=== block 1 ===
**Block 1: placed cells, one color a class**

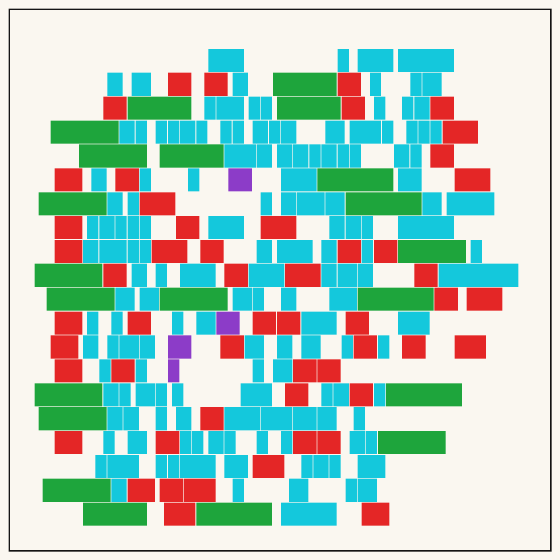

## src/rtl/mem_xfer_ctrl.sv

```systemverilog
// mem_xfer_ctrl
// Control sequencer for a single CPU memory transfer through the MAR/MDR pair.
// A read or write request from the control unit is turned into the ordered
// sequence of MAR load, MDR load/mux select, MDR bus drive and memory strobes.
// The block then waits for the memory ready handshake, with a bounded timeout.
// The block holds no datapath. It only produces control strobes.
//
// Parameters:
//   TIMEOUT    maximum cycles spent in a wait state before aborting (1..255)
//
// Ports:
//   clk        system clock, all state changes on the rising edge
//   clear      synchronous active-high reset
//   rd_req     read request, sampled only in IDLE
//   wr_req     write request, sampled only in IDLE
//   mem_ready  memory finished the current access, sampled only while waiting
//   mar_in     load MAR from the bus
//   mdr_in     load MDR (MDRin)
//   mdr_select MDR input mux: 1 = memory data in, 0 = bus
//   mdr_out    MDR drives the bus
//   mem_read   memory read strobe
//   mem_write  memory write strobe
//   busy       high in every state except IDLE
//   done       one-cycle pulse when a transfer completes
//   error      one-cycle pulse when a transfer is aborted on timeout

module mem_xfer_ctrl #(
   parameter int unsigned TIMEOUT = 15
) (
   input  logic clk,
   input  logic clear,
   input  logic rd_req,
   input  logic wr_req,
   input  logic mem_ready,
   output logic mar_in,
   output logic mdr_in,
   output logic mdr_select,
   output logic mdr_out,
   output logic mem_read,
   output logic mem_write,
   output logic busy,
   output logic done,
   output logic error
);

   typedef enum logic [2:0] {
      IDLE,
      WR_DATA,
      ADDR,
      RD_WAIT,
      RD_CAP,
      WR_WAIT,
      DONE,
      ERR
   } state_t;

   // The last counter value a wait state may reach before it aborts.
   localparam logic [7:0] LAST_CNT = 8'(TIMEOUT - 1);

   state_t     state;
   logic       op_read;
   logic [7:0] wait_cnt;

   // Output order: mar_in, mdr_in, mdr_select, mdr_out, mem_read, mem_write, busy, done, error
   logic [8:0] outs;

   assign {mar_in, mdr_in, mdr_select, mdr_out, mem_read, mem_write, busy, done, error} = outs;

   // Output decode for the state being entered. It is loaded into the output
   // register together with the state, so the outputs always match the state
   // register and no input reaches an output combinationally.
   function automatic logic [8:0] decode(input state_t s, input logic rd_op);
      logic [8:0] o;
      o = '0;
      case (s)
         IDLE:    o = 9'b0_0_0_0_0_0_0_0_0;
         WR_DATA: o = 9'b0_1_0_0_0_0_1_0_0;
         ADDR:    o = 9'b1_0_0_0_0_0_1_0_0;
         RD_WAIT: o = 9'b0_0_1_0_1_0_1_0_0;
         RD_CAP:  o = 9'b0_1_1_0_1_0_1_0_0;
         WR_WAIT: o = 9'b0_0_0_0_0_1_1_0_0;
         DONE:    o = {3'b000, rd_op, 5'b00110};
         ERR:     o = 9'b0_0_0_0_0_0_1_0_1;
         default: o = '0;
      endcase
      return o;
   endfunction

   // Sequencer. A read request wins over a simultaneous write request.
   // In a wait state, mem_ready is tested before the timeout, so a ready on
   // the last allowed cycle still counts as success. The counter therefore
   // covers exactly TIMEOUT wait cycles (0 .. TIMEOUT-1) before ERR.
   always_ff @(posedge clk) begin
      if (clear) begin
         state    <= IDLE;
         op_read  <= 1'b1;
         wait_cnt <= '0;
         outs     <= '0;
      end else begin
         case (state)
            IDLE: begin
               if (rd_req) begin
                  state   <= ADDR;
                  op_read <= 1'b1;
                  outs    <= decode(ADDR, 1'b1);
               end else if (wr_req) begin
                  state   <= WR_DATA;
                  op_read <= 1'b0;
                  outs    <= decode(WR_DATA, 1'b0);
               end
            end
            WR_DATA: begin
               state <= ADDR;
               outs  <= decode(ADDR, op_read);
            end
            ADDR: begin
               wait_cnt <= '0;
               if (op_read) begin
                  state <= RD_WAIT;
                  outs  <= decode(RD_WAIT, op_read);
               end else begin
                  state <= WR_WAIT;
                  outs  <= decode(WR_WAIT, op_read);
               end
            end
            RD_WAIT: begin
               if (mem_ready) begin
                  state <= RD_CAP;
                  outs  <= decode(RD_CAP, op_read);
               end else if (wait_cnt == LAST_CNT) begin
                  state <= ERR;
                  outs  <= decode(ERR, op_read);
               end else begin
                  wait_cnt <= wait_cnt + 8'd1;
               end
            end
            RD_CAP: begin
               state <= DONE;
               outs  <= decode(DONE, op_read);
            end
            WR_WAIT: begin
               if (mem_ready) begin
                  state <= DONE;
                  outs  <= decode(DONE, op_read);
               end else if (wait_cnt == LAST_CNT) begin
                  state <= ERR;
                  outs  <= decode(ERR, op_read);
               end else begin
                  wait_cnt <= wait_cnt + 8'd1;
               end
            end
            DONE, ERR: begin
               state <= IDLE;
               outs  <= decode(IDLE, op_read);
            end
            default: begin
               state <= IDLE;
               outs  <= '0;
            end
         endcase
      end
   end

endmodule

```

## config.mk

```make
export PLATFORM = sky130hd
export DESIGN_NAME = mem_xfer_ctrl
export DESIGN_NICKNAME = d
export VERILOG_FILES = /design/src/rtl/mem_xfer_ctrl.sv
export SDC_FILE = /design/constraint.sdc
export NUM_CORES = 1
export LEC_CHECK = 0
export ABC_AREA = 1
export ABC_CLOCK_PERIOD_IN_PS = 1200
export CAP_MARGIN = 40
export CORE_MARGIN = 2
export CORE_UTILIZATION = 35
export DETAILED_ROUTE_END_ITERATION = 10
export HOLD_SLACK_MARGIN = 0.15
export SLEW_MARGIN = 20
export SYNTH_ARGS = -nofsm -noshare
export SYNTH_HDL_FRONTEND = slang
export SYNTH_SLANG_ARGS = --single-unit
```

## constraint.sdc

```tcl
create_clock -name clk -period 1.2 [get_ports clk]
set_input_delay 0.24 -clock clk [delete_from_list [all_inputs] [get_ports clk]]
set_output_delay 0.24 -clock clk [all_outputs]
set_load 0.005 [all_outputs]
```

=== block 2 ===
## config.mk

```make
export PLATFORM = sky130hd
export DESIGN_NAME = ser_tx_clk_rstb_flat
export DESIGN_NICKNAME = d
export VERILOG_FILES = /design/src/rtl/ser_tx_clk_rstb_if.sv /design/src/rtl/ser_tx_clk_rstb.sv /design/src/flat_wrapper.sv
export SDC_FILE = /design/constraint.sdc
export NUM_CORES = 1
export LEC_CHECK = 0
export ABC_AREA = 1
export CELL_PAD_IN_SITES_DETAIL_PLACEMENT = 0
export CELL_PAD_IN_SITES_GLOBAL_PLACEMENT = 2
export CORE_MARGIN = 2
export CORE_UTILIZATION = 25
export CTS_CLUSTER_DIAMETER = 200
export DETAILED_ROUTE_END_ITERATION = 8
export PLACE_DENSITY_LB_ADDON = 0.1
export SLEW_MARGIN = 10
export SYNTH_ARGS = -nofsm -noshare
export SYNTH_HDL_FRONTEND = slang
export SYNTH_SLANG_ARGS = --single-unit
```

## constraint.sdc

```tcl
create_clock -name clk -period 1.45 [get_ports clk]
set_clock_uncertainty 0.2 [all_clocks]
set_input_delay 0.2175 -clock clk [delete_from_list [all_inputs] [get_ports clk]]
set_output_delay 0.2175 -clock clk [all_outputs]
set_load 0.05 [all_outputs]
```

## src/rtl/ser_tx_clk_rstb_if.sv

```systemverilog
// Word handshake between a producer and the serial frame transmitter.
interface ser_tx_clk_rstb_if #(
   parameter int DATA_W = 8
);
   logic [DATA_W-1:0] in_data;
   logic              in_valid;
   logic              in_ready;

   modport master (output in_data, output in_valid, input in_ready);
   modport slave  (input in_data, input in_valid, output in_ready);
endinterface

```

## src/rtl/ser_tx_clk_rstb.sv

```systemverilog
// Parallel-to-serial frame transmitter: start(0), data LSB-first,
// optional even parity, stop(1); each bit lasts CLKS_PER_BIT clocks.
module ser_tx_clk_rstb #(
   parameter int DATA_W       = 8,
   parameter int CLKS_PER_BIT = 4,
   parameter int PARITY_EN    = 1
) (
   input  logic                     clk,
   input  logic                     rstb,
   ser_tx_clk_rstb_if.slave         bus,
   output logic                     out_ser,
   output logic                     out_busy,
   output logic                     out_done
);

   localparam int CNT_W = (CLKS_PER_BIT > 1) ? $clog2(CLKS_PER_BIT) : 1;
   localparam int IDX_W = (DATA_W > 1) ? $clog2(DATA_W) : 1;

   localparam logic [CNT_W-1:0] CNT_LAST = CNT_W'(CLKS_PER_BIT - 1);
   localparam logic [IDX_W-1:0] IDX_LAST = IDX_W'(DATA_W - 1);

   typedef enum logic [2:0] {IDLE, START, DATA, PARITY, STOP} state_t;

   state_t              state, state_nxt;
   logic [CNT_W-1:0]    cnt, cnt_nxt;
   logic [IDX_W-1:0]    idx, idx_nxt;
   logic [DATA_W-1:0]   shift_reg, shift_nxt;
   logic [DATA_W-1:0]   shifted;
   logic                par, par_nxt;
   logic                ser_nxt, busy_nxt, ready_nxt, done_nxt;
   logic                ready;
   logic                bit_end;

   assign bit_end      = (cnt == CNT_LAST);
   assign shifted      = shift_reg >> 1;
   assign bus.in_ready = ready;

   // Next-state and next-output logic; outputs are registered below.
   always_comb begin
      // NOTE: every signal gets a default first so no path leaves one unassigned (no latches).
      state_nxt = state;
      cnt_nxt   = bit_end ? '0 : cnt + 1'b1;
      idx_nxt   = idx;
      shift_nxt = shift_reg;
      par_nxt   = par;
      ser_nxt   = 1'b1;
      busy_nxt  = 1'b1;
      ready_nxt = 1'b0;
      done_nxt  = 1'b0;

      unique case (state)
         IDLE: begin
            cnt_nxt   = '0;
            busy_nxt  = 1'b0;
            ready_nxt = 1'b1;
            // in_ready is high exactly in IDLE, so in_valid alone marks acceptance here
            if (bus.in_valid) begin
               shift_nxt = bus.in_data;
               par_nxt   = ^bus.in_data;
               state_nxt = START;
               ser_nxt   = 1'b0;
               busy_nxt  = 1'b1;
               ready_nxt = 1'b0;
            end
         end
         START: begin
            ser_nxt = 1'b0;
            if (bit_end) begin
               state_nxt = DATA;
               idx_nxt   = '0;
               ser_nxt   = shift_reg[0];
            end
         end
         DATA: begin
            ser_nxt = shift_reg[0];
            if (bit_end) begin
               if (idx == IDX_LAST) begin
                  if (PARITY_EN != 0) begin
                     state_nxt = PARITY;
                     ser_nxt   = par;
                  end else begin
                     state_nxt = STOP;
                     ser_nxt   = 1'b1;
                  end
               end else begin
                  idx_nxt   = idx + 1'b1;
                  shift_nxt = shifted;
                  ser_nxt   = shifted[0];
               end
            end
         end
         PARITY: begin
            ser_nxt = par;
            if (bit_end) begin
               state_nxt = STOP;
               ser_nxt   = 1'b1;
            end
         end
         STOP: begin
            if (bit_end) begin
               state_nxt = IDLE;
               busy_nxt  = 1'b0;
               ready_nxt = 1'b1;
               done_nxt  = 1'b1;
            end
         end
         default: begin
            state_nxt = IDLE;
            cnt_nxt   = '0;
            busy_nxt  = 1'b0;
            ready_nxt = 1'b1;
         end
      endcase
   end

   // State, datapath and registered outputs with synchronous active-low reset.
   always_ff @(posedge clk) begin
      // NOTE: sequential state uses non-blocking assignments so all registers update together.
      if (!rstb) begin
         state     <= IDLE;
         cnt       <= '0;
         idx       <= '0;
         shift_reg <= '0;
         par       <= 1'b0;
         out_ser   <= 1'b1;
         out_busy  <= 1'b0;
         out_done  <= 1'b0;
         ready     <= 1'b1;
      end else begin
         state     <= state_nxt;
         cnt       <= cnt_nxt;
         idx       <= idx_nxt;
         shift_reg <= shift_nxt;
         par       <= par_nxt;
         out_ser   <= ser_nxt;
         out_busy  <= busy_nxt;
         out_done  <= done_nxt;
         ready     <= ready_nxt;
      end
   end

endmodule

```

## src/flat_wrapper.sv

```systemverilog
// flat-port wrapper written by rule: the top's interface ports become plain ports
module ser_tx_clk_rstb_flat 
#(
   parameter int DATA_W       = 8,
   parameter int CLKS_PER_BIT = 4,
   parameter int PARITY_EN    = 1
)
  (clk, rstb, out_ser, out_busy, out_done, bus_in_data, bus_in_valid, bus_in_ready);
  ser_tx_clk_rstb_if #(.DATA_W(DATA_W)) bus_i ();
  input  logic clk;
  input  logic rstb;
  output logic out_ser;
  output logic out_busy;
  output logic out_done;
  input wire logic [$bits(bus_i.in_data)-1:0] bus_in_data;
  input wire logic [$bits(bus_i.in_valid)-1:0] bus_in_valid;
  output wire logic [$bits(bus_i.in_ready)-1:0] bus_in_ready;
  assign bus_i.in_data = bus_in_data;
  assign bus_i.in_valid = bus_in_valid;
  assign bus_in_ready = bus_i.in_ready;
  ser_tx_clk_rstb #(.DATA_W(DATA_W), .CLKS_PER_BIT(CLKS_PER_BIT), .PARITY_EN(PARITY_EN)) u_core (.clk(clk), .rstb(rstb), .bus(bus_i), .out_ser(out_ser), .out_busy(out_busy), .out_done(out_done));
endmodule
```

=== block 3 ===
<file path="src/rtl/cam_capture_ctrl.sv">
// cam_capture_ctrl
//   Camera capture front end. It aligns capture to the start of a sensor
//   frame and qualifies incoming RGB565 bytes into the 8-to-16 packer. It
//   also checks line and frame lengths and reports FIFO overflow.
//
// Ports
//   i_pclk        sensor pixel clock (rising edge)
//   i_rst         asynchronous active-high reset
//   i_init_done   sensor-config-done level, asynchronous (synchronized here)
//   i_enable      capture arm level
//   i_vsync       vertical sync (high = vertical blanking)
//   i_href        line-valid
//   i_fifo_full   pixel FIFO full
//   o_byte_en     combinational byte qualifier
//   o_sof/o_eol/o_eof  start-of-frame, end-of-good-line, end-of-good-frame pulses
//   o_line_toggle flips once per good line (for CDC)
//   o_line_cnt    good lines captured in the current frame
//   o_err_len     line/frame length mismatch pulse
//   o_err_ovf     sticky overflow flag
//   o_state       FSM state encoding
module cam_capture_ctrl #(
  parameter int H_ACTIVE = 1280,
  parameter int V_ACTIVE = 720
) (
  input  logic        i_pclk,
  input  logic        i_rst,
  input  logic        i_init_done,
  input  logic        i_enable,
  input  logic        i_vsync,
  input  logic        i_href,
  input  logic        i_fifo_full,
  output logic        o_byte_en,
  output logic        o_sof,
  output logic        o_eol,
  output logic        o_eof,
  output logic        o_line_toggle,
  output logic [10:0] o_line_cnt,
  output logic        o_err_len,
  output logic        o_err_ovf,
  output logic [2:0]  o_state
);

  typedef enum logic [2:0] {
    IDLE   = 3'd0,
    SYNC   = 3'd1,
    ACTIVE = 3'd2,
    DROP   = 3'd3
  } state_t;

  localparam logic [11:0] LINE_BYTES  = 12'(2 * H_ACTIVE);
  localparam logic [10:0] FRAME_LINES = 11'(V_ACTIVE);

  state_t      state, state_nxt;
  logic        init_m, init_s;
  logic        vsync_q, href_q;
  logic [11:0] byte_cnt, cnt_nxt;

  logic        vs_rise, vs_fall, hs_fall;
  logic        sof_nxt, eol_nxt, eof_nxt, err_nxt, tog_nxt, ovf_nxt;
  logic [10:0] lc_nxt;

  assign vs_rise = i_vsync & ~vsync_q;
  assign vs_fall = ~i_vsync & vsync_q;
  assign hs_fall = ~i_href & href_q;

  // State resets asynchronously, so this also drops immediately on i_rst.
  assign o_byte_en = (state == ACTIVE) & i_href & ~i_fifo_full;
  assign o_state   = state;

  always_comb begin
    state_nxt = state;
    sof_nxt   = 1'b0;
    eol_nxt   = 1'b0;
    eof_nxt   = 1'b0;
    err_nxt   = 1'b0;
    tog_nxt   = o_line_toggle;
    lc_nxt    = o_line_cnt;
    ovf_nxt   = o_err_ovf;
    cnt_nxt   = byte_cnt;

    if (hs_fall) begin
      cnt_nxt = '0;
    end else if (o_byte_en && (byte_cnt != '1)) begin
      cnt_nxt = byte_cnt + 12'd1;
    end

    if (!init_s) begin
      state_nxt = IDLE;
    end else begin
      case (state)
        IDLE: begin
          if (i_enable) begin
            state_nxt = SYNC;
            ovf_nxt   = 1'b0;
          end
        end
        SYNC: begin
          if (vs_fall) begin
            state_nxt = ACTIVE;
            sof_nxt   = 1'b1;
            lc_nxt    = '0;
            cnt_nxt   = '0;
          end
        end
        ACTIVE: begin
          // Line check first; the frame check below sees its updated count.
          if (hs_fall) begin
            if (byte_cnt == LINE_BYTES) begin
              eol_nxt = 1'b1;
              tog_nxt = ~o_line_toggle;
              if (o_line_cnt != '1) begin
                lc_nxt = o_line_cnt + 11'd1;
              end
            end else begin
              err_nxt = 1'b1;
            end
          end
          if (vs_rise) begin
            if (lc_nxt == FRAME_LINES) begin
              eof_nxt = 1'b1;
            end else begin
              err_nxt = 1'b1;
            end
            state_nxt = i_enable ? SYNC : IDLE;
          end else if (i_href && i_fifo_full) begin
            state_nxt = DROP;
            ovf_nxt   = 1'b1;
          end
        end
        DROP: begin
          if (vs_rise) begin
            state_nxt = i_enable ? SYNC : IDLE;
          end
        end
        default: state_nxt = IDLE;
      endcase
    end
  end

  always_ff @(posedge i_pclk or posedge i_rst) begin
    if (i_rst) begin
      state         <= IDLE;
      init_m        <= 1'b0;
      init_s        <= 1'b0;
      vsync_q       <= 1'b0;
      href_q        <= 1'b0;
      byte_cnt      <= '0;
      o_sof         <= 1'b0;
      o_eol         <= 1'b0;
      o_eof         <= 1'b0;
      o_err_len     <= 1'b0;
      o_line_toggle <= 1'b0;
      o_line_cnt    <= '0;
      o_err_ovf     <= 1'b0;
    end else begin
      state         <= state_nxt;
      init_m        <= i_init_done;
      init_s        <= init_m;
      vsync_q       <= i_vsync;
      href_q        <= i_href;
      byte_cnt      <= cnt_nxt;
      o_sof         <= sof_nxt;
      o_eol         <= eol_nxt;
      o_eof         <= eof_nxt;
      o_err_len     <= err_nxt;
      o_line_toggle <= tog_nxt;
      o_line_cnt    <= lc_nxt;
      o_err_ovf     <= ovf_nxt;
    end
  end

endmodule
</file>
<file path="config.mk">
export PLATFORM = sky130hd
export DESIGN_NAME = cam_capture_ctrl
export DESIGN_NICKNAME = d
export VERILOG_FILES = /design/src/rtl/cam_capture_ctrl.sv
export SDC_FILE = /design/constraint.sdc
export NUM_CORES = 1
export LEC_CHECK = 0
export ABC_CLOCK_PERIOD_IN_PS = 2600
export CORE_MARGIN = 2
export CORE_UTILIZATION = 54
export CTS_CLUSTER_DIAMETER = 50
export CTS_CLUSTER_SIZE = 24
export DETAILED_ROUTE_END_ITERATION = 8
export PLACE_DENSITY = 0.79
export SYNTH_ARGS = -nofsm -noshare
export SYNTH_HDL_FRONTEND = slang
export SYNTH_SLANG_ARGS = --single-unit
export TNS_END_PERCENT = 50
</file>
<file path="constraint.sdc">
create_clock -name i_pclk -period 2.6 [get_ports i_pclk]
set_input_delay 0.26 -clock i_pclk [delete_from_list [all_inputs] [get_ports i_pclk]]
set_output_delay 0.26 -clock i_pclk [all_outputs]
set_load 0.05 [all_outputs]
</file>
=== block 4 ===
<file path="config.mk">
export PLATFORM = sky130hd
export DESIGN_NAME = sar_logic_cf_param
export DESIGN_NICKNAME = d
export VERILOG_FILES = /design/src/rtl/sar_logic_pkg.sv /design/src/rtl/sar_logic_cf_param_dac.sv /design/src/rtl/sar_logic_cf_param.sv
export SDC_FILE = /design/constraint.sdc
export NUM_CORES = 1
export LEC_CHECK = 0
export ABC_AREA = 0
export CORE_MARGIN = 4
export CORE_UTILIZATION = 50
export DETAILED_ROUTE_END_ITERATION = 8
export PLACE_DENSITY = 0.78
export SETUP_SLACK_MARGIN = 0.1
export SLEW_MARGIN = 40
export SYNTH_ARGS = -nofsm -noshare
export SYNTH_HDL_FRONTEND = slang
export SYNTH_SLANG_ARGS = --single-unit
</file>
<file path="constraint.sdc">
create_clock -name clk -period 3.3 [get_ports clk]
set_input_delay 0.495 -clock clk [delete_from_list [all_inputs] [get_ports clk]]
set_output_delay 0.495 -clock clk [all_outputs]
set_load 0.03 [all_outputs]
</file>
<file path="src/rtl/sar_logic_pkg.sv">
// sar_logic_pkg: shared types and helpers for the coarse/fine SAR controller.
// FSM state encoding, coarse/fine phase encoding and a ceil(log2) helper
// used to size the bit pointer and the sample counter.
`timescale 1ns/1ps
package sar_logic_pkg;

  typedef enum logic [3:0] {
    S_WAIT   = 4'd0,
    S_SAMPLE = 4'd1,
    S_DRAIN  = 4'd2,
    S_CSET   = 4'd3,
    S_CMP_C  = 4'd4,
    S_DEC_C  = 4'd5,
    S_DS1    = 4'd6,
    S_DS2    = 4'd7,
    S_CMP_F  = 4'd8,
    S_DEC_F  = 4'd9
  } state_t;

  typedef enum logic {
    PH_COARSE = 1'b0,
    PH_FINE   = 1'b1
  } phase_t;

  // Ceiling log2, minimum 1 so that a one-value range still gets a bit.
  function automatic int sar_clog2(input int value);
    int r;
    r = 0;
    while ((1 << r) < value) r++;
    return (r < 1) ? 1 : r;
  endfunction

  // Which comparator/array is in charge in a given state.
  function automatic phase_t phase_of(input state_t s);
    return (s inside {S_DS1, S_DS2, S_CMP_F, S_DEC_F}) ? PH_FINE : PH_COARSE;
  endfunction

endpackage

</file>
<file path="src/rtl/sar_logic_cf_param_dac.sv">
// sar_dac_switch_ctrl: bottom-plate switch and drain registers for the
// coarse and fine capacitor arrays. The top supplies the FSM state, the
// current bit pointer, the active comparator decision and the coarse
// decision bits of the SAR register (needed for the DAC handoff).
`timescale 1ns/1ps
module sar_dac_switch_ctrl
  import sar_logic_pkg::*;
#(
  parameter int N     = 10,
  parameter int K     = 4,
  parameter int BIT_W = 4
) (
  input  logic             clk,
  input  logic             rst,
  input  logic             i_start,
  input  state_t           i_state,
  input  logic [BIT_W-1:0] i_bit,
  input  logic             i_dec,
  input  logic [K-1:0]     i_sar_msb,
  output logic [2*N-1:0]   o_fine_btm,
  output logic [2*K-1:0]   o_coarse_btm,
  output logic             o_fine_drain,
  output logic             o_coarse_drain
);

  logic [2*N-1:0] r_fine_btm;
  logic [2*K-1:0] r_coarse_btm;
  logic           r_fine_drain;
  logic           r_coarse_drain;

  // Per-state switch updates; a new acceptance clears arrays and closes drains.
  // NOTE: non-blocking (<=) for all state so every register sees pre-edge values.
  always_ff @(posedge clk) begin
    if (rst || i_start) begin
      r_fine_btm     <= '0;
      r_coarse_btm   <= '0;
      r_fine_drain   <= 1'b1;
      r_coarse_drain <= 1'b1;
    end else begin
      case (i_state)
        S_DRAIN: r_coarse_drain <= 1'b0;
        S_CSET:  r_coarse_btm   <= {{K{1'b1}}, {K{1'b0}}};
        S_DEC_C: begin
          // Decision index i = N-1-b selects one P and one N switch.
          for (int j = 0; j < K; j++) begin
            if (N - 1 - int'(i_bit) == j) begin
              if (i_dec) r_coarse_btm[K-1-j]   <= 1'b1;
              else       r_coarse_btm[2*K-1-j] <= 1'b0;
            end
          end
        end
        S_DS1: r_fine_drain <= 1'b0;
        S_DS2: begin
          // Copy the coarse result onto the fine array, remaining P bits high.
          for (int j = 0; j < K; j++) begin
            if (i_sar_msb[K-1-j]) begin
              r_fine_btm[2*N-1-j] <= 1'b1;
              r_fine_btm[N-1-j]   <= 1'b1;
            end
          end
          r_fine_btm[2*N-1-K:N] <= '1;
        end
        S_DEC_F: begin
          for (int j = 0; j < N - K; j++) begin
            if (int'(i_bit) == j) begin
              if (i_dec) r_fine_btm[j]   <= 1'b1;
              else       r_fine_btm[j+N] <= 1'b0;
            end
          end
        end
        default: ;
      endcase
    end
  end

  assign o_fine_btm     = r_fine_btm;
  assign o_coarse_btm   = r_coarse_btm;
  assign o_fine_drain   = r_fine_drain;
  assign o_coarse_drain = r_coarse_drain;

endmodule

</file>
<file path="src/rtl/sar_logic_cf_param.sv">
// sar_logic_cf_param: parametrised coarse/fine SAR controller. The first K
// decisions come from the coarse comparator, then the DAC is handed over to
// the fine array for the remaining N-K bits. One conversion per accepted cnvst.
// Optional feature macro: SAR_LOGIC_INV_OUT_EN adds complemented switch outputs.
`timescale 1ns/1ps
module sar_logic_cf_param
  import sar_logic_pkg::*;
#(
  parameter int N        = 10,
  parameter int K        = 4,
  parameter int T_SAMPLE = 1
) (
  input  logic           clk,
  input  logic           rst,
  input  logic           cnvst,
  input  logic           cmp_out,
  input  logic           cmp_out_coarse,
  output logic [N-1:0]   sar,
  output logic           eoc,
  output logic           busy,
  output logic           s_clk,
  output logic           cmp_clk,
  output logic           cmp_clk_coarse,
  output logic [2*N-1:0] fine_btm,
  output logic [2*K-1:0] coarse_btm,
  output logic           fine_switch_drain,
`ifdef SAR_LOGIC_INV_OUT_EN
  output logic           s_clk_not,
  output logic [2*N-1:0] fine_btm_not,
  output logic [2*K-1:0] coarse_btm_not,
  output logic           fine_switch_drain_not,
  output logic           coarse_switch_drain_not,
`endif
  output logic           coarse_switch_drain
);

  localparam int BIT_W = sar_clog2(N);
  localparam int CNT_W = sar_clog2(T_SAMPLE + 1);

  if (N < 2) begin : g_bad_n
    $error("sar_logic_cf_param: N must be >= 2");
  end
  if (K < 1 || K >= N) begin : g_bad_k
    $error("sar_logic_cf_param: K must satisfy 1 <= K < N");
  end
  if (T_SAMPLE < 1) begin : g_bad_t
    $error("sar_logic_cf_param: T_SAMPLE must be >= 1");
  end

  state_t           r_state;
  logic [N-1:0]     r_sar;
  logic [BIT_W-1:0] r_bit;
  logic [CNT_W-1:0] r_cnt;
  logic             r_eoc;
  logic             r_busy;
  logic             r_cmp_clk;
  logic             r_cmp_clk_coarse;

  logic   w_start;
  logic   w_dec;
  phase_t w_phase;

  assign w_start = (r_state == S_WAIT) && cnvst;
  assign w_phase = phase_of(r_state);
  assign w_dec   = (w_phase == PH_FINE) ? cmp_out : cmp_out_coarse;

  // Conversion FSM: sequencing, bit pointer, SAR register and status outputs.
  always_ff @(posedge clk) begin
    if (rst) begin
      r_state          <= S_WAIT;
      r_sar            <= '0;
      r_bit            <= '0;
      r_cnt            <= '0;
      r_eoc            <= 1'b0;
      r_busy           <= 1'b0;
      r_cmp_clk        <= 1'b0;
      r_cmp_clk_coarse <= 1'b0;
    end else begin
      r_eoc            <= 1'b0;
      r_cmp_clk        <= 1'b0;
      r_cmp_clk_coarse <= 1'b0;
      case (r_state)
        S_WAIT: begin
          r_busy <= cnvst;
          if (cnvst) begin
            r_sar   <= {1'b1, {(N-1){1'b0}}};
            r_bit   <= BIT_W'(N - 1);
            r_cnt   <= '0;
            r_state <= S_SAMPLE;
          end
        end
        S_SAMPLE: begin
          if (int'(r_cnt) == T_SAMPLE - 1) r_state <= S_DRAIN;
          else                             r_cnt   <= r_cnt + 1'b1;
        end
        S_DRAIN: r_state <= S_CSET;
        S_CSET:  r_state <= S_CMP_C;
        S_CMP_C: begin
          r_cmp_clk_coarse <= 1'b1;
          r_state          <= S_DEC_C;
        end
        S_DS1:   r_state <= S_DS2;
        S_DS2:   r_state <= S_CMP_F;
        S_CMP_F: begin
          r_cmp_clk <= 1'b1;
          r_state   <= S_DEC_F;
        end
        S_DEC_C, S_DEC_F: begin
          // Resolve bit b and set the next trial bit; b-1 never matches when b==0.
          for (int j = 0; j < N; j++) begin
            if (j == int'(r_bit) && !w_dec) r_sar[j] <= 1'b0;
            if (j == int'(r_bit) - 1)       r_sar[j] <= 1'b1;
          end
          if (r_state == S_DEC_C) begin
            r_bit   <= r_bit - 1'b1;
            r_state <= (int'(r_bit) == N - K) ? S_DS1 : S_CMP_C;
          end else if (r_bit == '0) begin
            r_eoc   <= 1'b1;
            r_state <= S_WAIT;
          end else begin
            r_bit   <= r_bit - 1'b1;
            r_state <= S_CMP_F;
          end
        end
        default: r_state <= S_WAIT;
      endcase
    end
  end

  sar_dac_switch_ctrl #(
    .N     (N),
    .K     (K),
    .BIT_W (BIT_W)
  ) u_dac (
    .clk            (clk),
    .rst            (rst),
    .i_start        (w_start),
    .i_state        (r_state),
    .i_bit          (r_bit),
    .i_dec          (w_dec),
    .i_sar_msb      (r_sar[N-1:N-K]),
    .o_fine_btm     (fine_btm),
    .o_coarse_btm   (coarse_btm),
    .o_fine_drain   (fine_switch_drain),
    .o_coarse_drain (coarse_switch_drain)
  );

  assign sar            = r_sar;
  assign eoc            = r_eoc;
  assign busy           = r_busy;
  assign cmp_clk        = r_cmp_clk;
  assign cmp_clk_coarse = r_cmp_clk_coarse;
  assign s_clk          = (r_state == S_WAIT) || (r_state == S_SAMPLE);

`ifdef SAR_LOGIC_INV_OUT_EN
  assign s_clk_not               = ~s_clk;
  assign fine_btm_not            = ~fine_btm;
  assign coarse_btm_not          = ~coarse_btm;
  assign fine_switch_drain_not   = ~fine_switch_drain;
  assign coarse_switch_drain_not = ~coarse_switch_drain;
`endif

endmodule

</file>
**Block 1: drive-strength map**

The bar under the picture is 20 um long.
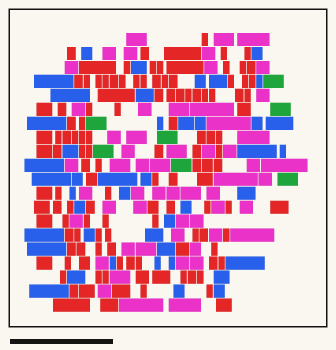
Key: drive 2 = blue [cells 43, most used dfxtp_2]; drive 1 or less = red [cells 125, most used nand2_1]; drive 6 and up = green [cells 7, most used buf_6]; drive 3 to 4 = magenta [cells 56, most used buf_4]

About 'placed cells, one color a class' of block 1:
Key: clock drivers and dummy loads = purple [cells 4]; flops = green [cells 21]; all other logic = cyan [cells 153]; other buffers and delay cells = red [cells 53]

==> run notes, block 1 <==
flow finished, numbers: final setup fails=16, H-tree depth=1, Final WS setup=-0.145 ns, die width=61.5 um, RSZ-0062 raised after global routing=yes, clock buf count=4, Largest logic family=simple AND/OR/NAND/NOR gates, aoi share=0.135, Routed Antenna Nets=0, outcome=finished, violations left, busiest grt layer=met2, count of cells resized by post-cts repair=48, # Post-CTS Setup Buffers=8, met1 Use GR=0.272, Routability Congestion=0.898, Total Wirelength=3.23 mm, violated checks=negative setup slack, Filler cells=308, mux share=0
==> block 1: metrics by stage <==
step                      instance area [um2]  hold WS, ns  TNS [ns]
final                                    1870        0.456    -0.968
after global routing                     1870        0.482     -2.27
after CTS                                1750        0.462     -1.34
after detailed placement                 1580        0.456     -4.17
after global placement                   1580        0.451     -3.86
after floorplan                          1180        0.302         0
==> block 1: power breakdown <==
group | total (uW) | internal, uW | switching (uW) | leakage [uW]
registers | 837 | 763 | 73.7 | 0.000179
clock network | 348 | 130 | 219 | 0.0000150
logic | 644 | 299 | 346 | 0.000619
total | 1830 | 1190 | 638 | 0.000814
**Block 2: M3 wires**

The bar under the picture is 20 um long.
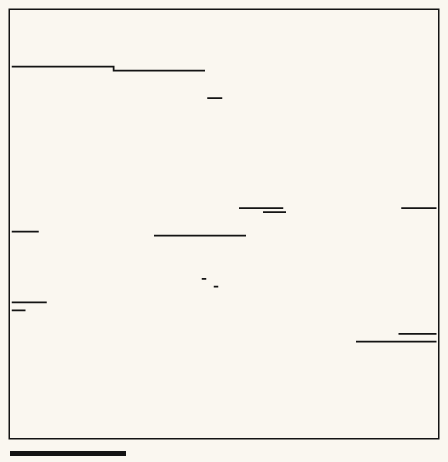
The wires run mostly horizontal. 11 nets have wire on it. The layer holds 3.2% of the routed length. The layer carries 101 um of wire. The longest straight run is 17.5 um.
DR vias: 1266
met3 usage: 0.0298
Total Wirelength: 3.20 mm

==> run notes, block 2 <==
flow finished, numbers: met1 Use GR=0.174, Most common reg cell=dfxtp_1, distinct lib cells=25, outcome=finished, violations left, # rows=25, Worst-Margin Slew=0.291 ns, most area-hungry cell type in the Yosys netlist=dfxtp_1, top layer in use=met4, met3 wire length=101 um, final setup fails=9, largest net degree at the start of global routing=12, Final WS setup=-0.100 ns, violated checks=negative setup slack, Clock Path Buffers=2, Largest logic family=simple AND/OR/NAND/NOR gates, post-route setup TNS=-0.717 ns, hold slack=0.287 ns
## block 2: path summary, 6_finish.rpt
check                                                start                                to  slack (ns)
worst max-delay path            u_core.idx[1]$_SDFFE_PN0P_  u_core.shift_reg[2]$_SDFFE_PN0P_       -0.10
worst min-delay path            u_core.idx[1]$_SDFFE_PN0P_        u_core.idx[1]$_SDFFE_PN0P_        0.29
worst max register to register  u_core.idx[1]$_SDFFE_PN0P_  u_core.shift_reg[2]$_SDFFE_PN0P_       -0.10
worst min register to register  u_core.idx[1]$_SDFFE_PN0P_        u_core.idx[1]$_SDFFE_PN0P_        0.29
**Block 3: M3 wires**

The bar under the picture is 20 um long.
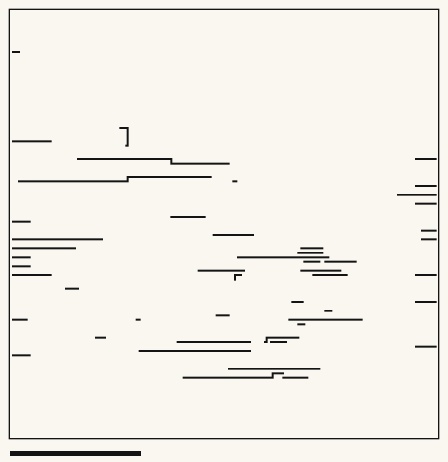
43 nets have wire on it. The layer holds 6.8% of the routed length.
met3 usage: 0.0616
DR vias: 1667
Total Wirelength: 4.14 mm

==> run notes, block 3 <==
flow finished, numbers: outcome=finished, final reports clean, top layer in use=met4, combinational share of cell area=0.442, I/O Buffers=26, RSZ-0062 raised after global routing=no, post-route setup TNS=0 ns, Most common reg cell=dfrtp_1, FMAX=0.455 GHz, Max Cap Violations=0, final setup fails=0, total tool warning count=27, static leakage=0.000974 uW, CP Launch Point=o_line_cnt[0]$_DFFE_PP0P_, vias in the first global route=1560, initial antenna violation count=0, crit path buf inv count=0
-- block 3: kinds of logic after synthesis --
family	synth area share
AND/OR/NAND/NOR	0.313
AND-OR/OR-AND	0.0946
buffers and inverters	0.0556
XOR/XNOR	0.0692
flip-flops	0.433
adder cells (fa/ha/maj)	0.0185
other	0.00185
multiplexers	0.0148
-- block 3: through the flow --
step | cell area (um2) | setup slack, ns | total power [uW]
global route | 2340 | 0.250 | 1060
floorplan | 2020 | 0.143 | 630
detailed placement | 2270 | 0.196 | 664
CTS | 2340 | 0.432 | 1020
global placement | 2270 | 0.276 | 664
finish | 2340 | 0.400 | 1010
**Block 4: M3 wires**

The bar under the picture is 20 um long.
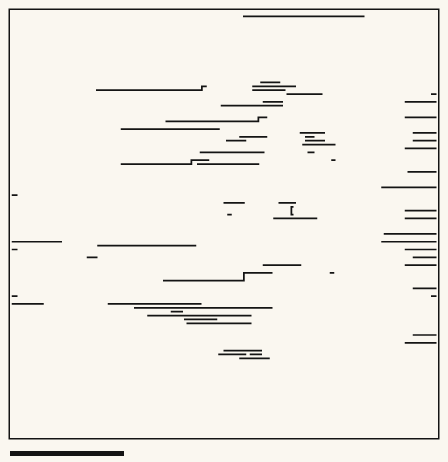
52 nets have wire on it. The wires run mostly horizontal. The longest straight run is 23.9 um.
DR vias: 2070
met3 usage: 0.0414

==> run notes, block 4 <==
flow finished, numbers: internal reg-to-reg setup slack=1.11 ns, metal1 wirelength=2.51 mm, total track usage=0.211, Adder Area Share=0.0447, CP Launch Type=flop, CP top delay family=buffers and inverters, Slew HR=0.566, FMAX=0.431 GHz, Synth Seq Share=0.430, Routed Antenna Nets=0, Tap Cells=52, # Post-CTS Setup Buffers=0, Synth top area share=0.430, flip-flops with a built-in enable=0, Clock Path Buffers=2, routed length per instance=16.4 um, Reg-to-Reg Start=r_bit[2]$_SDFFE_PP0P_, crit share post-route=0.703, Power Dens Cells=397 nW/um2, Most common reg cell=dfxtp_1, Hold Path Origin=u_dac.o_fine_drain$_SDFFE_PP1P_, sw frac=0.283, met3 wire length=439 um, Core Util at FP=0.514, Worst-Margin Slew=0.648 ns, outcome=finished, final reports clean, Post-Synth Simple-Gate Area=0.190
==> block 4: cells in the final DEF, fill, tap and decap left out, types with 3 or more instances in the layout <==
cell type         n
inv_1             7
and3_1            5
nand3_1           4
a31oi_1           6
xnor2_1           3
o211ai_1          4
a22oi_1           4
nand2b_1          5
dfxtp_1          48
a21oi_1          29
o21ai_0          16
nor2_2            3
nor3_1            7
a311oi_1          5
nor2_1           20
a22o_1            7
clkdlybuf4s50_1  49
ha_1              8
nand2_1          22
clkbuf_8          5

=== block 5 ===
### config.mk
export PLATFORM = sky130hd
export DESIGN_NAME = shift_arbiter
export DESIGN_NICKNAME = d
export VERILOG_FILES = /design/src/rtl/shift_arbiter.sv
export SDC_FILE = /design/constraint.sdc
export NUM_CORES = 1
export LEC_CHECK = 0
export ABC_AREA = 1
export CAP_MARGIN = 20
export CORE_ASPECT_RATIO = 0.5
export CORE_MARGIN = 8
export CORE_UTILIZATION = 40
export CTS_CLUSTER_SIZE = 10
export DETAILED_ROUTE_END_ITERATION = 10
export GPL_TIMING_DRIVEN = 0
export PLACE_DENSITY = 0.91
export SETUP_SLACK_MARGIN = 0.5
export SYNTH_ARGS = -nofsm -noshare
export SYNTH_HDL_FRONTEND = slang
export SYNTH_SLANG_ARGS = --single-unit
### constraint.sdc
create_clock -name clk -period 1.3 [get_ports clk]
set_input_delay 0.195 -clock clk [delete_from_list [all_inputs] [get_ports clk]]
set_output_delay 0.195 -clock clk [all_outputs]
set_load 0.02 [all_outputs]
### src/rtl/shift_arbiter.sv
// Round-robin issue controller sharing one pipelined barrel shifter
// between requesters A and B, with owner tracking and drain/idle.
//
// Ports:
//   clk, reset (async, active-low)
//   a_valid/a_ready/a_data/a_amt/a_dir : requester A
//   b_valid/b_ready/b_data/b_amt/b_dir : requester B
//   drain : 1 = accept no new requests
//   sh_valid/sh_data/sh_amt/sh_dir : issue to shifter
//   sh_result : shifter output, LAT cycles after sh_valid
//   a_resp_valid/b_resp_valid/resp_data : returned result
//   idle : nothing issued, in flight, or being returned
module shift_arbiter #(
  parameter int WIDTH = 32,
  parameter int AMT_W = 5,
  parameter int LAT   = 5
) (
  input  logic             clk,
  input  logic             reset,
  input  logic             a_valid,
  output logic             a_ready,
  input  logic [WIDTH-1:0] a_data,
  input  logic [AMT_W-1:0] a_amt,
  input  logic             a_dir,
  input  logic             b_valid,
  output logic             b_ready,
  input  logic [WIDTH-1:0] b_data,
  input  logic [AMT_W-1:0] b_amt,
  input  logic             b_dir,
  input  logic             drain,
  output logic             sh_valid,
  output logic [WIDTH-1:0] sh_data,
  output logic [AMT_W-1:0] sh_amt,
  output logic             sh_dir,
  input  logic [WIDTH-1:0] sh_result,
  output logic             a_resp_valid,
  output logic             b_resp_valid,
  output logic [WIDTH-1:0] resp_data,
  output logic             idle
);

  typedef struct packed {
    logic vld;
    logic own;
  } tag_t;

  localparam logic OWN_A = 1'b0;
  localparam logic OWN_B = 1'b1;

  logic last_grant;
  logic sh_own;
  logic hs_a;
  logic hs_b;
  logic any_tag;
  tag_t tag_out;
  tag_t tag_q [LAT];

  // last_grant holds the previous winner; the
  // other side wins when both are valid.
  assign a_ready = ~drain & a_valid &
                   (~b_valid | (last_grant == OWN_B));
  assign b_ready = ~drain & b_valid &
                   (~a_valid | (last_grant == OWN_A));

  assign hs_a = a_valid & a_ready;
  assign hs_b = b_valid & b_ready;

  always_ff @(posedge clk or negedge reset) begin
    if (!reset) begin
      last_grant <= OWN_B;
    end else if (hs_a) begin
      last_grant <= OWN_A;
    end else if (hs_b) begin
      last_grant <= OWN_B;
    end
  end

  always_ff @(posedge clk or negedge reset) begin
    if (!reset) begin
      sh_valid <= 1'b0;
      sh_data  <= '0;
      sh_amt   <= '0;
      sh_dir   <= 1'b0;
      sh_own   <= OWN_A;
    end else begin
      sh_valid <= hs_a | hs_b;
      unique case (1'b1)
        hs_a: begin
          sh_data <= a_data;
          sh_amt  <= a_amt;
          sh_dir  <= a_dir;
          sh_own  <= OWN_A;
        end
        hs_b: begin
          sh_data <= b_data;
          sh_amt  <= b_amt;
          sh_dir  <= b_dir;
          sh_own  <= OWN_B;
        end
        default: begin
          sh_data <= sh_data;
          sh_amt  <= sh_amt;
          sh_dir  <= sh_dir;
          sh_own  <= sh_own;
        end
      endcase
    end
  end

  // Tag k is valid one cycle after sh_valid plus k,
  // so the last stage lines up with sh_result.
  always_ff @(posedge clk or negedge reset) begin
    if (!reset) begin
      for (int i = 0; i < LAT; i++) begin
        tag_q[i] <= '0;
      end
    end else begin
      tag_q[0] <= '{vld: sh_valid, own: sh_own};
      for (int i = 1; i < LAT; i++) begin
        tag_q[i] <= tag_q[i-1];
      end
    end
  end

  assign tag_out = tag_q[LAT-1];

  always_comb begin
    any_tag = 1'b0;
    for (int i = 0; i < LAT; i++) begin
      any_tag = any_tag | tag_q[i].vld;
    end
  end

  always_ff @(posedge clk or negedge reset) begin
    if (!reset) begin
      a_resp_valid <= 1'b0;
      b_resp_valid <= 1'b0;
      resp_data    <= '0;
    end else begin
      a_resp_valid <= tag_out.vld &
                      (tag_out.own == OWN_A);
      b_resp_valid <= tag_out.vld &
                      (tag_out.own == OWN_B);
      if (tag_out.vld) begin
        resp_data <= sh_result;
      end
    end
  end

  assign idle = ~sh_valid & ~any_tag &
                ~a_resp_valid & ~b_resp_valid;

endmodule

=== block 6 ===
## src/rtl/serial_acc_core.sv

```systemverilog
// Serial accumulator processor: deserialises {start, op[1:0], operand} frames on data,
// executes LOAD/ADD/SUB/XOR against the accumulator and shifts the result out LSB-first.
module serial_acc_core #(
  parameter int WIDTH = 8
) (
  input  logic clk,
  input  logic rst,
  input  logic data,
  output logic write,
  output logic result,
  output logic carry,
  output logic busy
);

  localparam int CW = $clog2(WIDTH + 1);
  localparam logic [CW-1:0] LAST_BIT = CW'(WIDTH - 1);

  typedef enum logic [2:0] {
    IDLE    = 3'd0,
    RX_OP   = 3'd1,
    RX_DATA = 3'd2,
    EXEC    = 3'd3,
    TX      = 3'd4
  } state_t;

  state_t           state_q;
  logic [CW-1:0]    cnt_q;
  logic [1:0]       op_q;
  logic [WIDTH-1:0] opd_q;
  logic [WIDTH-1:0] acc_q;
  logic [WIDTH-1:0] sh_q;
  logic             carry_q;
  logic [WIDTH:0]   exec_d;

  // Result in the low WIDTH bits, carry/borrow in bit WIDTH.
  function automatic logic [WIDTH:0] alu(input logic [1:0] op,
                                         input logic [WIDTH-1:0] a,
                                         input logic [WIDTH-1:0] b);
    logic [WIDTH:0] r;
    case (op)
      2'b00:   r = {1'b0, b};
      2'b01:   r = {1'b0, a} + {1'b0, b};
      2'b10:   r = {1'b0, a} - {1'b0, b};
      default: r = {1'b0, a ^ b};
    endcase
    return r;
  endfunction

  assign exec_d = alu(op_q, acc_q, opd_q);

  always_ff @(posedge clk or negedge rst) begin
    if (!rst) begin
      state_q <= IDLE;
      cnt_q   <= '0;
      op_q    <= '0;
      opd_q   <= '0;
      acc_q   <= '0;
      sh_q    <= '0;
      carry_q <= 1'b0;
    end else begin
      case (state_q)
        IDLE: begin
          cnt_q <= '0;
          if (!data) state_q <= RX_OP;
        end
        // Opcode then operand arrive LSB-first, shifted in from the top.
        RX_OP: begin
          op_q <= {data, op_q[1]};
          if (cnt_q == CW'(1)) begin
            cnt_q   <= '0;
            state_q <= RX_DATA;
          end else begin
            cnt_q <= cnt_q + CW'(1);
          end
        end
        RX_DATA: begin
          opd_q <= {data, opd_q[WIDTH-1:1]};
          if (cnt_q == LAST_BIT) begin
            cnt_q   <= '0;
            state_q <= EXEC;
          end else begin
            cnt_q <= cnt_q + CW'(1);
          end
        end
        // Execute: accumulator, flag and output shifter all load together.
        EXEC: begin
          acc_q   <= exec_d[WIDTH-1:0];
          sh_q    <= exec_d[WIDTH-1:0];
          carry_q <= exec_d[WIDTH];
          cnt_q   <= '0;
          state_q <= TX;
        end
        TX: begin
          sh_q <= {1'b0, sh_q[WIDTH-1:1]};
          if (cnt_q == LAST_BIT) begin
            cnt_q   <= '0;
            state_q <= IDLE;
          end else begin
            cnt_q <= cnt_q + CW'(1);
          end
        end
        default: state_q <= IDLE;
      endcase
    end
  end

  assign write  = (state_q == TX);
  assign busy   = (state_q != IDLE);
  assign result = sh_q[0];
  assign carry  = carry_q;

endmodule

```

## config.mk

```make
export PLATFORM = sky130hd
export DESIGN_NAME = serial_acc_core
export DESIGN_NICKNAME = d
export VERILOG_FILES = /design/src/rtl/serial_acc_core.sv
export SDC_FILE = /design/constraint.sdc
export NUM_CORES = 1
export LEC_CHECK = 0
export CAP_MARGIN = 0
export CORE_ASPECT_RATIO = 1.1
export CORE_MARGIN = 4
export CORE_UTILIZATION = 45
export DETAILED_ROUTE_END_ITERATION = 8
export PLACE_DENSITY = 0.71
export SETUP_SLACK_MARGIN = 0.3
export SYNTH_ARGS = -nofsm -noshare
export SYNTH_HDL_FRONTEND = slang
export SYNTH_SLANG_ARGS = --single-unit
```

## constraint.sdc

```tcl
create_clock -name clk -period 3.75 [get_ports clk]
set_clock_uncertainty 0.2 [all_clocks]
set_input_delay 0.5625 -clock clk [delete_from_list [all_inputs] [get_ports clk]]
set_output_delay 0.5625 -clock clk [all_outputs]
set_load 0.03 [all_outputs]
```

**Block 6: drive-strength map**

The bar under the picture is 20 um long.
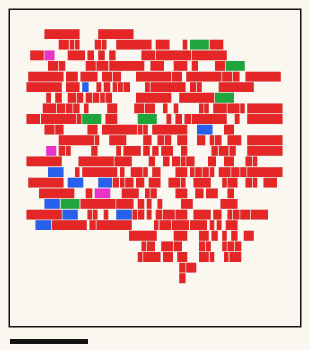
Key: drive 1 or less = red [cells 230, most used dfrtp_1]; drive 6 and up = green [cells 6, most used clkbuf_8]; drive 3 to 4 = magenta [cells 3, most used buf_4]; drive 2 = blue [cells 9, most used mux2_2]
Area growth, synth to finish: 8.90%
Final WS setup: 0.775 ns
Buffers, non-clock: 8
final instance area: 2370 um2

**Block 6: metal layers overlaid**

The bar under the picture is 20 um long.
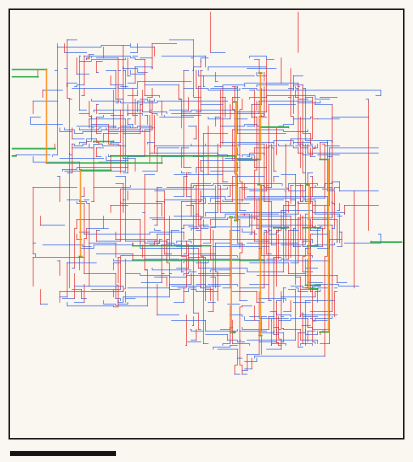
Key: met3 = green [wire length 149 um]; met4 = orange [wire length 175 um]; met2 = red [wire length 1920 um]; met1 = blue [wire length 2160 um]
routed length per instance: 14.5 um
Total Wirelength: 4.40 mm
DR vias: 1705
total track usage: 0.168

==> run notes, block 6 <==
flow finished, numbers: DR DRC count=0, top cell type by instance count after synthesis=dfrtp_1, CP Data Arrival Time=3.00 ns, Top area cell types=dfrtp_1, ha_1, o21ai_0, Routability Congestion=0.896, Hold Path Sink=acc_q[0]$_DFFE_PN0P_, CP Launch Type=flop, outcome=finished, final reports clean, core area=4650 um2, Reg2Reg Capture Point=carry$_DFFE_PN0P_, Most common reg cell=dfrtp_1, Routed Antenna Nets=0, clock sink total=34, distinct lib cells=41, Filler cells=436, Initial DRT Pass Iterations=5, Top cells excl fill/tap=dfrtp_1, nand2_1, o21ai_0, Via density=5.61, die width=74.3 um, Final Hold Vio Count=0
-- block 6: layer usage --
metal  vias to the layer above  global-route usage  part of all wire  routed length, um
met5                         -                   0                 0                  0
met4                         0              0.0836             0.040                175
met3                        17              0.0396             0.034                148
met2                        35               0.251              0.44               1920
met1                       779               0.226              0.49               2160
li1                        874                   -                 -                  -
-- block 6: flip-flops by register name, indices dropped and copies added (netlist names) --
signal,flops
acc_q,8
carry,1
cnt_q,4
op_q,2
opd_q,8
sh_q,8
state_q,3
**Block 5: cell outlines without signal wires**

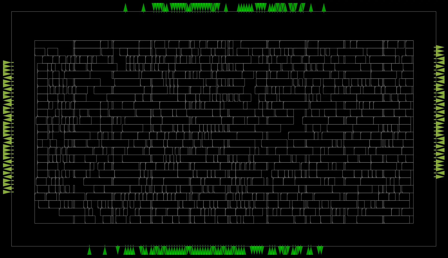
core area: 8830 um2
Tap Cells: 117
Seq/total area: 0.292

==> run notes, block 5 <==
flow finished, numbers: outcome=finished, violations left, violated checks=negative hold slack, negative setup slack, Synth Seq Share=0.579, Worst-Margin Slew=0.446 ns, flop count=85, Synth flops=85, flip-flops with a built-in enable=0, asr flop ratio synth=1.00, hold slack=-0.288 ns, Area growth, synth to finish=98.7%, Clock Path Buffers=2, total tool warning count=31, final setup fails=41, Reg-to-Reg Start=last_grant$_DFFE_PN1P_, Cell Area, Synth=3680 um2, count of cells resized by post-cts repair=510, Critical Path Fanout Max=2, Final WS setup=-0.200 ns, Final Hold Vio Count=15, Top cells excl fill/tap=nand2_1, clkdlybuf4s50_1, buf_6
[block 5: per-stage QoR]
step	area (um2)	setup slack, ns	cells	util	TNS, ns
3_3_place_gp	5830	-3.30	767	0.661	-265.07
4_1_cts	6800	-0.204	827	0.770	-1.85
5_1_grt	7310	-0.249	857	0.828	-5.17
3_5_place_dp	5860	-0.940	768	0.664	-13.55
2_1_floorplan	3810	0.158	462	-	0
6_report	7310	-0.200	857	0.828	-2.61
[block 5: layer usage]
layer,up-vias,wire length (um)
met3,48,947
met4,0,567
li1,2000,-
met1,1992,5630
met2,161,7910
met5,-,0

==> layout pictures side by side <==
M3 wires.
panel A
The bar under the picture is 50 um long.
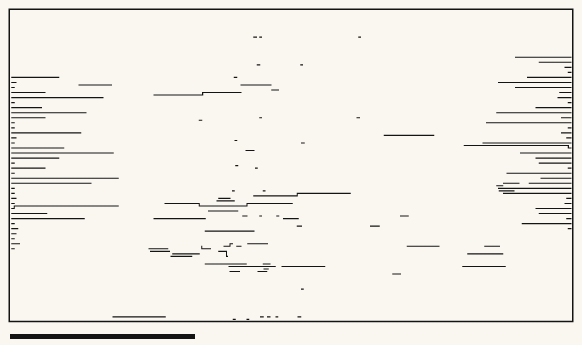
panel B
The bar under the picture is 20 um long.
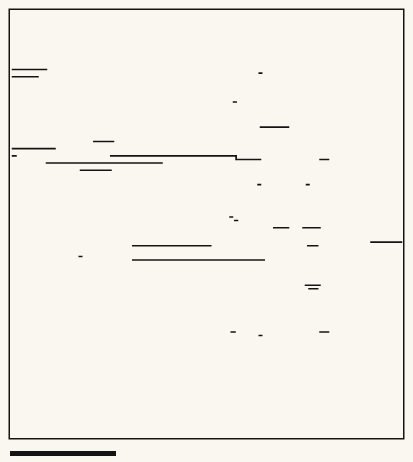
| from | picture |
|---|---|
| block 5 | panel A |
| block 6 | panel B |



==> gallery <==
Drive-strength map.
Plate I
The bar under the picture is 50 um long.
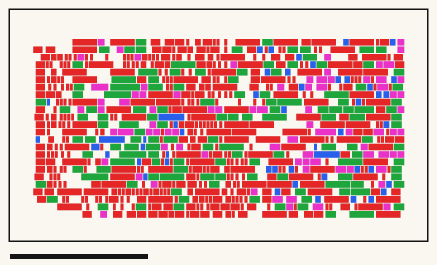
Plate II
The bar under the picture is 20 um long.
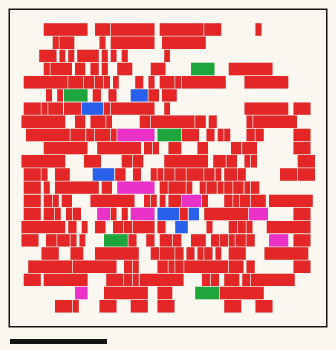
Plate III
The bar under the picture is 20 um long.
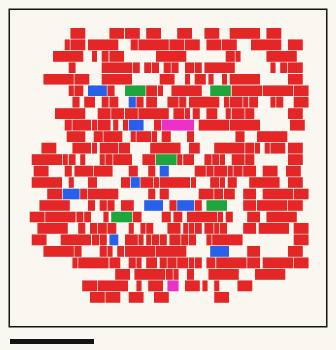
Plate IV
The bar under the picture is 20 um long.
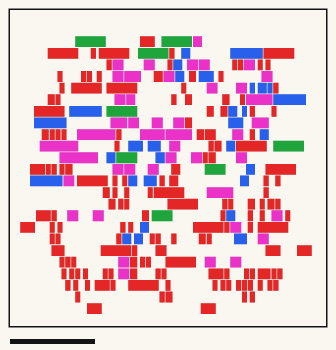
Block 4 is Plate III.
Block 3 is Plate II.
Block 2 is Plate IV.
Block 5 is Plate I.
Of these, most cells: Plate I
Of these, smallest die: Plate II

Key to Plate I:
Key: drive 1 or less = red [cells 479, most used nand2_1]; drive 2 = blue [cells 49, most used nand2_2]; drive 6 and up = green [cells 131, most used buf_6]; drive 3 to 4 = magenta [cells 81, most used buf_4]

Power is estimated from default activity; no workload was simulated.
